==================== block 1
==> block_1/met4.png <==
Scale bar: 50 microns.
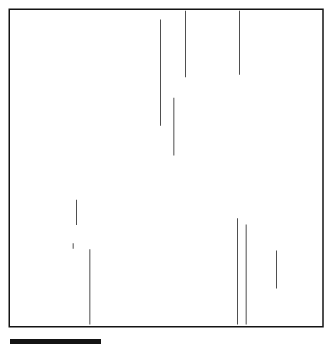
==> block_1/gate_families.png <==
Scale bar: 50 microns.
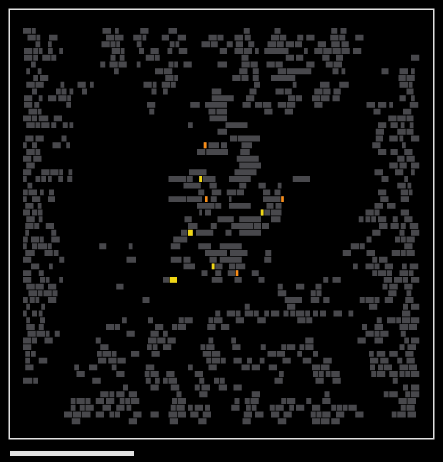
## config.mk

```make
export PLATFORM = sky130hd
export DESIGN_NAME = mem_arbiter
export DESIGN_NICKNAME = d
export VERILOG_FILES = /design/src/rtl/mem_arbiter.sv
export SDC_FILE = /design/constraint.sdc
export NUM_CORES = 1
export LEC_CHECK = 0
export CORE_AREA = 5 5 166 168
export DETAILED_ROUTE_END_ITERATION = 6
export DIE_AREA = 0 0 171 173
export HOLD_SLACK_MARGIN = 0.05
export PLACE_DENSITY_LB_ADDON = 0.05
export SLEW_MARGIN = 40
export SYNTH_ARGS = -nofsm -noshare
export SYNTH_HDL_FRONTEND = slang
export SYNTH_SLANG_ARGS = --single-unit
```

## constraint.sdc

```tcl
create_clock -name clk -period 2.9 [get_ports clk]
set_input_delay 0.58 -clock clk [delete_from_list [all_inputs] [get_ports clk]]
set_output_delay 0.58 -clock clk [all_outputs]
set_load 0.02 [all_outputs]
```

## src/rtl/mem_arbiter.sv

```systemverilog
// rtl/mem_arbiter.sv - round-robin arbiter sharing the line memory between I-cache and D-cache
package const_pkg;
  localparam int PA_WIDTH   = 32;
  localparam int LINE_WIDTH = 64;
  localparam int ID_WIDTH   = 4;
endpackage

module mem_arbiter
  import const_pkg::*;
#(
  parameter int MAX_OUTSTANDING = 4
) (
  input  logic                  clk,
  input  logic                  rst,
  input  logic                  i_ic_req,
  input  logic [PA_WIDTH-1:0]   i_ic_addr,
  output logic                  o_ic_gnt,
  output logic                  o_ic_rvalid,
  output logic [LINE_WIDTH-1:0] o_ic_rdata,
  input  logic                  i_ic_rready,
  input  logic                  i_dc_req,
  input  logic                  i_dc_write,
  input  logic [PA_WIDTH-1:0]   i_dc_addr,
  input  logic [LINE_WIDTH-1:0] i_dc_wdata,
  output logic                  o_dc_gnt,
  output logic                  o_dc_rvalid,
  output logic [LINE_WIDTH-1:0] o_dc_rdata,
  input  logic                  i_dc_rready,
  output logic                  o_mem_enable,
  output logic                  o_mem_write,
  output logic [PA_WIDTH-1:0]   o_mem_addr,
  output logic [LINE_WIDTH-1:0] o_mem_data,
  output logic [ID_WIDTH-1:0]   o_mem_id,
  output logic                  o_mem_ack,
  input  logic                  i_mem_valid,
  input  logic [LINE_WIDTH-1:0] i_mem_data,
  input  logic [ID_WIDTH-1:0]   i_mem_id,
  input  logic                  i_mem_full
);

  localparam int CW = $clog2(MAX_OUTSTANDING + 1);
  localparam int SW = ID_WIDTH - 1;
  localparam logic [CW-1:0] MAX_C = CW'(MAX_OUTSTANDING);

  logic [CW-1:0] ic_cnt, dc_cnt;
  logic [SW-1:0] ic_seq, dc_seq;
  logic          rr_ptr;        // 0 = I-cache has priority, 1 = D-cache
  logic          rsp_take, rsp_dc;
  logic          ic_ack, dc_ack;
  logic          ic_elig, dc_elig, pick_dc, can_issue;
  logic          ic_inc, ic_dec, dc_inc, dc_dec;
  logic          unused_id;

  // Only the source bit of the response tag is needed for routing.
  assign unused_id = ^i_mem_id[SW-1:0];

  // Response routing and ack; everything is forced low while reset is held.
  always_comb begin
    rsp_take    = rst && i_mem_valid && !i_mem_full;
    rsp_dc      = i_mem_id[ID_WIDTH-1];
    o_ic_rvalid = rsp_take && !rsp_dc;
    o_dc_rvalid = rsp_take && rsp_dc;
    o_ic_rdata  = o_ic_rvalid ? i_mem_data : '0;
    o_dc_rdata  = o_dc_rvalid ? i_mem_data : '0;
    ic_ack      = o_ic_rvalid && i_ic_rready;
    dc_ack      = o_dc_rvalid && i_dc_rready;
    o_mem_ack   = ic_ack || dc_ack;
  end

  // Eligibility, round-robin pick and issue mux. A same-cycle ack frees a
  // slot immediately so a blocked requester can be granted in that cycle.
  always_comb begin
    ic_elig   = i_ic_req && ((ic_cnt < MAX_C) || ic_ack);
    dc_elig   = i_dc_req && (i_dc_write || (dc_cnt < MAX_C) || dc_ack);
    can_issue = rst && !i_mem_full;
    pick_dc   = dc_elig && (!ic_elig || rr_ptr);
    o_dc_gnt  = can_issue && pick_dc;
    o_ic_gnt  = can_issue && ic_elig && !pick_dc;

    o_mem_enable = o_ic_gnt || o_dc_gnt;
    o_mem_write  = 1'b0;
    o_mem_addr   = '0;
    o_mem_data   = '0;
    o_mem_id     = '0;
    if (o_dc_gnt) begin
      o_mem_write = i_dc_write;
      o_mem_addr  = i_dc_addr;
      o_mem_data  = i_dc_write ? i_dc_wdata : '0;
      o_mem_id    = {1'b1, dc_seq};
    end else if (o_ic_gnt) begin
      o_mem_addr  = i_ic_addr;
      o_mem_id    = {1'b0, ic_seq};
    end

    ic_inc = o_ic_gnt;
    dc_inc = o_dc_gnt && !i_dc_write;
    ic_dec = ic_ack && (ic_cnt != '0);
    dc_dec = dc_ack && (dc_cnt != '0);
  end

  // Pointer, sequence and outstanding-read counter state.
  always_ff @(posedge clk or negedge rst) begin
    if (!rst) begin
      rr_ptr <= 1'b0;
      ic_seq <= '0;
      dc_seq <= '0;
      ic_cnt <= '0;
      dc_cnt <= '0;
    end else begin
      if (o_mem_enable) rr_ptr <= o_ic_gnt;
      if (o_ic_gnt) ic_seq <= ic_seq + 1'b1;
      if (o_dc_gnt) dc_seq <= dc_seq + 1'b1;
      if (ic_inc && !ic_dec)      ic_cnt <= ic_cnt + CW'(1);
      else if (!ic_inc && ic_dec) ic_cnt <= ic_cnt - CW'(1);
      if (dc_inc && !dc_dec)      dc_cnt <= dc_cnt + CW'(1);
      else if (!dc_inc && dc_dec) dc_cnt <= dc_cnt - CW'(1);
    end
  end

endmodule

```

==> impl_metrics.csv <==
group,metric,value,unit
global_route,grt_max_degree,68,
setup_path,start_kind,"primary input",
finish,logic_area,1960,sq um
routing,met3_wirelength,1960,microns
synth,netlist_instances,325,
global_route,grt.busiest_layer,"met2",
floorplan,dieArea,29600,sq um
finish,final_cell_mix,"317 x clkdlybuf4s50_1, 129 x and2_1, 64 x and3_1, 46 x clkbuf_2, 39 x buf_4",
synth,top_cell,"and2_1",
finish,register_area,325,sq um
sta,fin_worst_skew,0.000851,ns
routing,wl_met2,10100,microns
synth,yosys-stat-area,2470,sq um
clock_network,cts_tree,"yes",
sta,finalMaxSlewViolations,0,
run_status,status,"finished clean",
sta,finalSetupTns,0,ns
Notes on block_1/met4.png above:
- nets with wire on the layer: 10
- longest straight run: 57.8 microns
- share of all routed wire: 1.9%
- wire length on this layer: 350 microns
vias: 4091
Total Routed Length: 18300 microns

Notes on block_1/gate_families.png above:
- inverters: orange (cells 4; where centre)
- NOR gates: yellow (cells 5; where centre)
multi-input combinational area share: 0.272
Post-Layout Cell Count: 1093

## metrics by stage
stage	worst slack [ns]	std cells	utilization	hold slack (ns)	total power, uW
after floorplan	0.126	325	-	0.284	834
after global placement	-0.754	1082	0.283	0.476	1480
after detailed placement	-0.789	1082	0.283	0.465	1490
after CTS	0.0120	1092	0.285	0.424	1760
after global routing	0.0105	1093	0.279	0.431	1850
final	0.0808	1093	0.279	0.420	1730
## final cells by class
class,count,share of cell area
Multi-Input combinational cell,270,0.272
Clock buffer,4,0.0110
Inverter,4,0.00209
Sequential cell,13,0.0452
Tap cell,335,0.0582
Timing Repair Buffer,467,0.611
## final timing paths
kind | end
setup / recovery | o_mem_addr[28]
hold / removal | dc_cnt[0]
hold reg to reg | ic_seq[2]
setup reg to reg | dc_cnt[2]
min in group clk | ic_seq[2]
max in group asynchronous | dc_seq[2]
## sequential cells by signal (all words and copies together) (netlist names)
signal  cells
dc_cnt      3
dc_seq      3
ic_cnt      3
ic_seq      3
rr_ptr      1
## timing repair
item,4_1_cts,5_1_grt
pin swaps,8,2
gates cloned,3,0
setup endpoints to repair,237,86
buffers inserted,3,1
resized,295,90

==================== block 2
`src/rtl/inv_sched.sv`:
```
// Two-requester round-robin scheduler feeding a shared XOR-mask inverter with a one-word output stage.
// Optional per-requester saturating grant counters are enabled by defining INV_SCHED_STATS_EN.
module inv_sched #(
   parameter int          N        = 8,
   parameter logic [N-1:0] MASK_RST = N'(8'h55)
) (
   input  logic         clk,
   input  logic         reset,
   input  logic         req0_valid,
   input  logic         req1_valid,
   input  logic [N-1:0] req0_data,
   input  logic [N-1:0] req1_data,
   output logic         req0_ready,
   output logic         req1_ready,
   input  logic         mask_load,
   input  logic [N-1:0] mask_in,
   output logic         out_valid,
   output logic [N-1:0] out_data,
   output logic         out_id,
   input  logic         out_ready,
   output logic         busy,
   output logic [7:0]   cnt0,
   output logic [7:0]   cnt1
);

   typedef enum logic {EMPTY = 1'b0, FULL = 1'b1} state_t;

   state_t       state_q, state_d;
   logic [N-1:0] out_data_q, out_data_d;
   logic [N-1:0] mask_q, mask_d;
   logic         out_id_q, out_id_d;
   logic         last_q, last_d;
   logic         slot_free_s, grant0_s, grant1_s;

   // Arbitration and next-state: last_q=1 means requester 1 was granted last, so requester 0 wins a tie.
   always_comb begin
      slot_free_s = (state_q == EMPTY) | out_ready;
      grant0_s    = 1'b0;
      grant1_s    = 1'b0;
      if (!reset && slot_free_s) begin
         case ({req1_valid, req0_valid})
            2'b01:   grant0_s = 1'b1;
            2'b10:   grant1_s = 1'b1;
            2'b11: begin
               if (last_q) begin
                  grant0_s = 1'b1;
               end else begin
                  grant1_s = 1'b1;
               end
            end
            default: grant0_s = 1'b0;
         endcase
      end else begin
         grant0_s = 1'b0;
      end

      state_d    = state_q;
      out_data_d = out_data_q;
      out_id_d   = out_id_q;
      last_d     = last_q;
      if (grant0_s || grant1_s) begin
         state_d    = FULL;
         out_data_d = (grant1_s ? req1_data : req0_data) ^ mask_q;
         out_id_d   = grant1_s;
         last_d     = grant1_s;
      end else if (out_ready) begin
         state_d = EMPTY;
      end else begin
         state_d = state_q;
      end

      mask_d = mask_load ? mask_in : mask_q;
   end

   // Output stage FSM, mask and round-robin pointer; reset overrides every other update.
   always_ff @(posedge clk) begin
      if (reset) begin
         state_q    <= EMPTY;
         out_data_q <= '0;
         out_id_q   <= 1'b0;
         mask_q     <= MASK_RST;
         last_q     <= 1'b1;
      end else begin
         state_q    <= state_d;
         out_data_q <= out_data_d;
         out_id_q   <= out_id_d;
         mask_q     <= mask_d;
         last_q     <= last_d;
      end
   end

   assign req0_ready = grant0_s;
   assign req1_ready = grant1_s;
   assign out_valid  = (state_q == FULL);
   assign busy       = (state_q == FULL);
   assign out_data   = out_data_q;
   assign out_id     = out_id_q;

`ifdef INV_SCHED_STATS_EN
   logic [7:0] cnt0_q, cnt0_d;
   logic [7:0] cnt1_q, cnt1_d;

   // Saturating grant counters.
   always_comb begin
      if (grant0_s && (cnt0_q != 8'hFF)) begin
         cnt0_d = cnt0_q + 8'd1;
      end else begin
         cnt0_d = cnt0_q;
      end
      if (grant1_s && (cnt1_q != 8'hFF)) begin
         cnt1_d = cnt1_q + 8'd1;
      end else begin
         cnt1_d = cnt1_q;
      end
   end

   // Counter registers.
   always_ff @(posedge clk) begin
      if (reset) begin
         cnt0_q <= 8'd0;
         cnt1_q <= 8'd0;
      end else begin
         cnt0_q <= cnt0_d;
         cnt1_q <= cnt1_d;
      end
   end

   assign cnt0 = cnt0_q;
   assign cnt1 = cnt1_q;
`else
   assign cnt0 = 8'd0;
   assign cnt1 = 8'd0;
`endif

endmodule

```
`config.mk`:
```
export PLATFORM = sky130hd
export DESIGN_NAME = inv_sched
export DESIGN_NICKNAME = d
export VERILOG_FILES = /design/src/rtl/inv_sched.sv
export SDC_FILE = /design/constraint.sdc
export NUM_CORES = 1
export LEC_CHECK = 0
export ABC_CLOCK_PERIOD_IN_PS = 1200
export CORE_MARGIN = 1
export CORE_UTILIZATION = 34
export CTS_BUF_LIST = sky130_fd_sc_hd__clkbuf_4
export DETAILED_ROUTE_END_ITERATION = 6
export PLACE_DENSITY = 0.77
export SYNTH_ARGS = -nofsm -noshare
export SYNTH_HDL_FRONTEND = slang
export SYNTH_SLANG_ARGS = --single-unit
```
`constraint.sdc`:
```
create_clock -name clk -period 1.2 [get_ports clk]
set_input_delay 0.24 -clock clk [delete_from_list [all_inputs] [get_ports clk]]
set_output_delay 0.24 -clock clk [all_outputs]
set_load 0.02 [all_outputs]
```
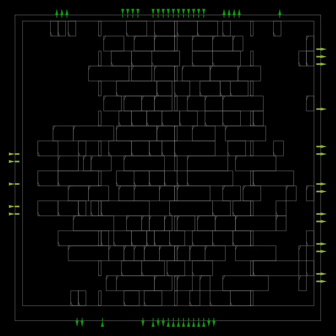
(block_2/final_placement.png)
Layout fillers: 226
Post-Layout Cell Count: 183
std cell rows: 19
Well Taps: 31
final core utilization: 0.554

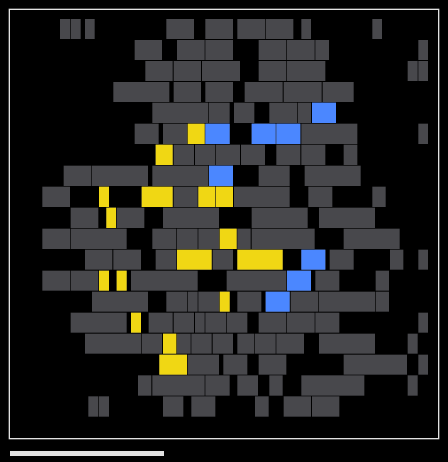
(block_2/gate_families.png)
Scale bar: 20 microns.
- XOR/XNOR gates: blue (cells 8)
- NOR gates: yellow (cells 16)
most frequent logic cell in the layout: clkdlybuf4s50_1
multi-input combinational area share: 0.383

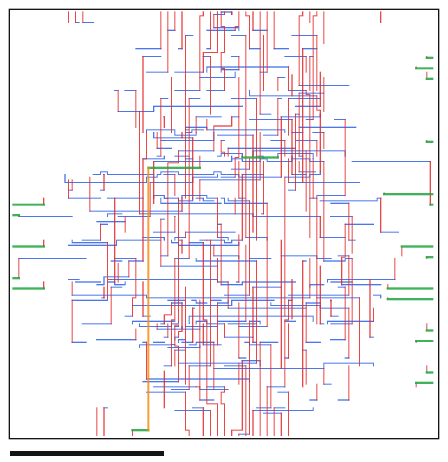
(block_2/metal_stack.png)
Scale bar: 20 microns.
- met2: red (wire length 1220 microns)
- met1: blue (wire length 1000 microns)
- met4: orange (wire length 34.0 microns)
- met3: green (wire length 58.6 microns)
Avg WL per Cell: 12.6 microns
vias: 833
total track usage: 0.146
Total Routed Length: 2310 microns

==> impl_metrics.csv <==
group,metric,value,unit
run_status,violations,"setup timing",
synth,top_cell,"dfxtp_1",
clock_network,cts_buffers,3,
synth,yosysCellCount,97,
finish,seq_share,0.255,
clock_network,cts_root_buf,"clkbuf_4",
power_and_ir_drop,switchingPower,475,uW
setup_path,crit_chain,"and2b_2 -> nor3b_2 -> buf_4",
synth,ys_top_cells_by_area,"dfxtp_1 39%, buf_4 13%, mux2i_1 12%",
power_and_ir_drop,vdd_drop_max,0.609,mV
place,pre_cts_slack,-0.787,ns
finish,logic_area,581,sq um
synth,ys.flops,19,
power_and_ir_drop,leakage,0.000664,uW
power_and_ir_drop,power_frac_comb,0.322,
synth,xor_area_frac,0.0720,
floorplan,dieHeight,55.5,microns
clock_network,cts_tree,"yes",
sta,finalCritPeriodShare,1.17,
flow_run,drv_cap,0,
setup_path,path_depth,3,
place,dp_cells,176,
global_route,grt_pass1_vias,784,
flow_run,warning_count,29,
power_and_ir_drop,clkPwrFrac,0.220,
setup_path,crit_arrival,1.17,ns
floorplan,dieArea,3080,sq um
synth,aoi_share,0.147,
setup_path,max_stage_delay,0.33,ns
finish,seq_cells,19,
hold_path,holdCritStartpoint,"out_ready",
setup_path,cp_max_fo,4,
finish,buf_share,0.314,
finish,inverters,1,
synth,mux_area_frac,0.123,
setup_path,crit_start,"busy",
finish,fin_nets,183,
finish,multi_input_comb_cells,72,
global_route,grt_overflow,0,
sta,hold_viol_final,0,
run_status,status,"complete, but fails checks",
synth,yosys_most_used_dff,"dfxtp_1",
clock_network,clockBufferDepth,2,
routing,wl_met2,1220,microns
place,place_congestion,0.725,
place,dpl.hpwl,1720,microns
sta,setup_viol,10,
setup_path,reg2reg_from,"last_q",
power_and_ir_drop,p_per_area,1040,nW/um^2
setup_path,crit_type,"reg -> out",
synth,edf_count,0,
finish,areaGrowthSynthToFinish,55.5,%
floorplan,core,2730,sq um
floorplan,fp-utilization,0.356,
global_route,grt.busiest_layer,"met2",
synth,netlist_instances,97,
synth,yosys-stat-area,973,sq um
sta,finalSetupTns,-1.43,ns
setup_path,slowest_stage,"dfxtp_2",
clock_network,clock-sinks,19,
global_route,grt.met3_usage,0.0211,
place,io_buffers,42,
synth,netlist-cell-type-count,23,
sta,setup_ws,-0.206,ns
finish,antenna_cells,0,
floorplan,io_pins,59,
global_route,use_met2,0.243,
power_and_ir_drop,finalPower,1580,uW
synth,synthTopCellsByCount,"19 x dfxtp_1, 17 x buf_4, 12 x mux2i_1",
[power groups by stage]
stage	logic (uW)	clock network [uW]	registers [uW]
after floorplan	259	0	770
after global placement	477	0	732
after detailed placement	486	0	735
after CTS	482	353	722
after global routing	542	390	730
final	509	347	723
[cells in the final DEF, fill, tap and decap left out]
master / count
mux2i_2: 4
xnor2_1: 8
nor3_2: 1
buf_6: 2
nor3_1: 1
clkdlybuf4s50_1: 26
clkbuf_2: 5
nand2b_1: 1
a21oi_1: 1
nor3_4: 1
conb_1: 16
a22o_1: 8
buf_2: 5
a22oi_1: 1
clkdlybuf4s15_2: 1
dlygate4sd2_1: 3
inv_1: 1
dfxtp_1: 17
nor2b_1: 4
a21boi_4: 1
nand2_1: 1
mux2i_1: 5
nor3b_2: 1
buf_4: 14
dfxtp_4: 1
o21ai_1: 1
and2b_2: 1
dfxtp_2: 1
a211o_1: 5
mux2i_4: 3
clkbuf_4: 4
nor2_1: 6
nor2_2: 1
nor2_4: 1
[what timing repair did]
item | in CTS | in global routing
hold endpoints to repair | 0 | 0
pin swaps | 3 | 2
setup buffers | 0 | 2
gates resized | 52 | 22
endpoints found under the setup margin | 21 | 18
hold buffers | 0 | 0
gates cloned | 0 | 1


==> notes/layouts.md <==
Pictures saved along the way, in no particular order.

Placement by cell class.
(a)
Scale bar: 20 microns. Fill, decap, tap and diode cells in grey.
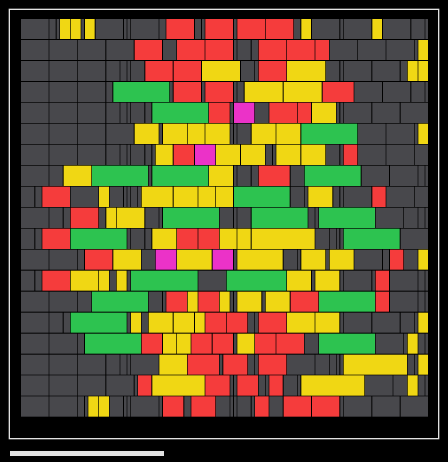
(b)
Scale bar: 50 microns. Fill, decap, tap and diode cells in grey.
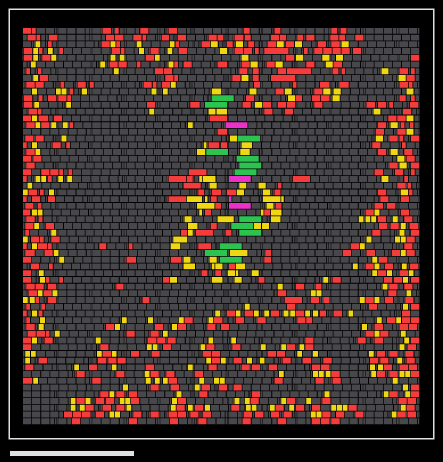
Of these, largest die: (b)
Of these, most cells: (b)
- block 1 = (b)
- block 2 = (a)

Key to (b):
- clock drivers and dummy loads: magenta (cells 4)
- other buffers and delay cells: red (cells 467)
- all other logic: yellow (cells 274)
- flip-flops: green (cells 13)

Power figures rest on the tool's default switching activity, not on a simulated workload.
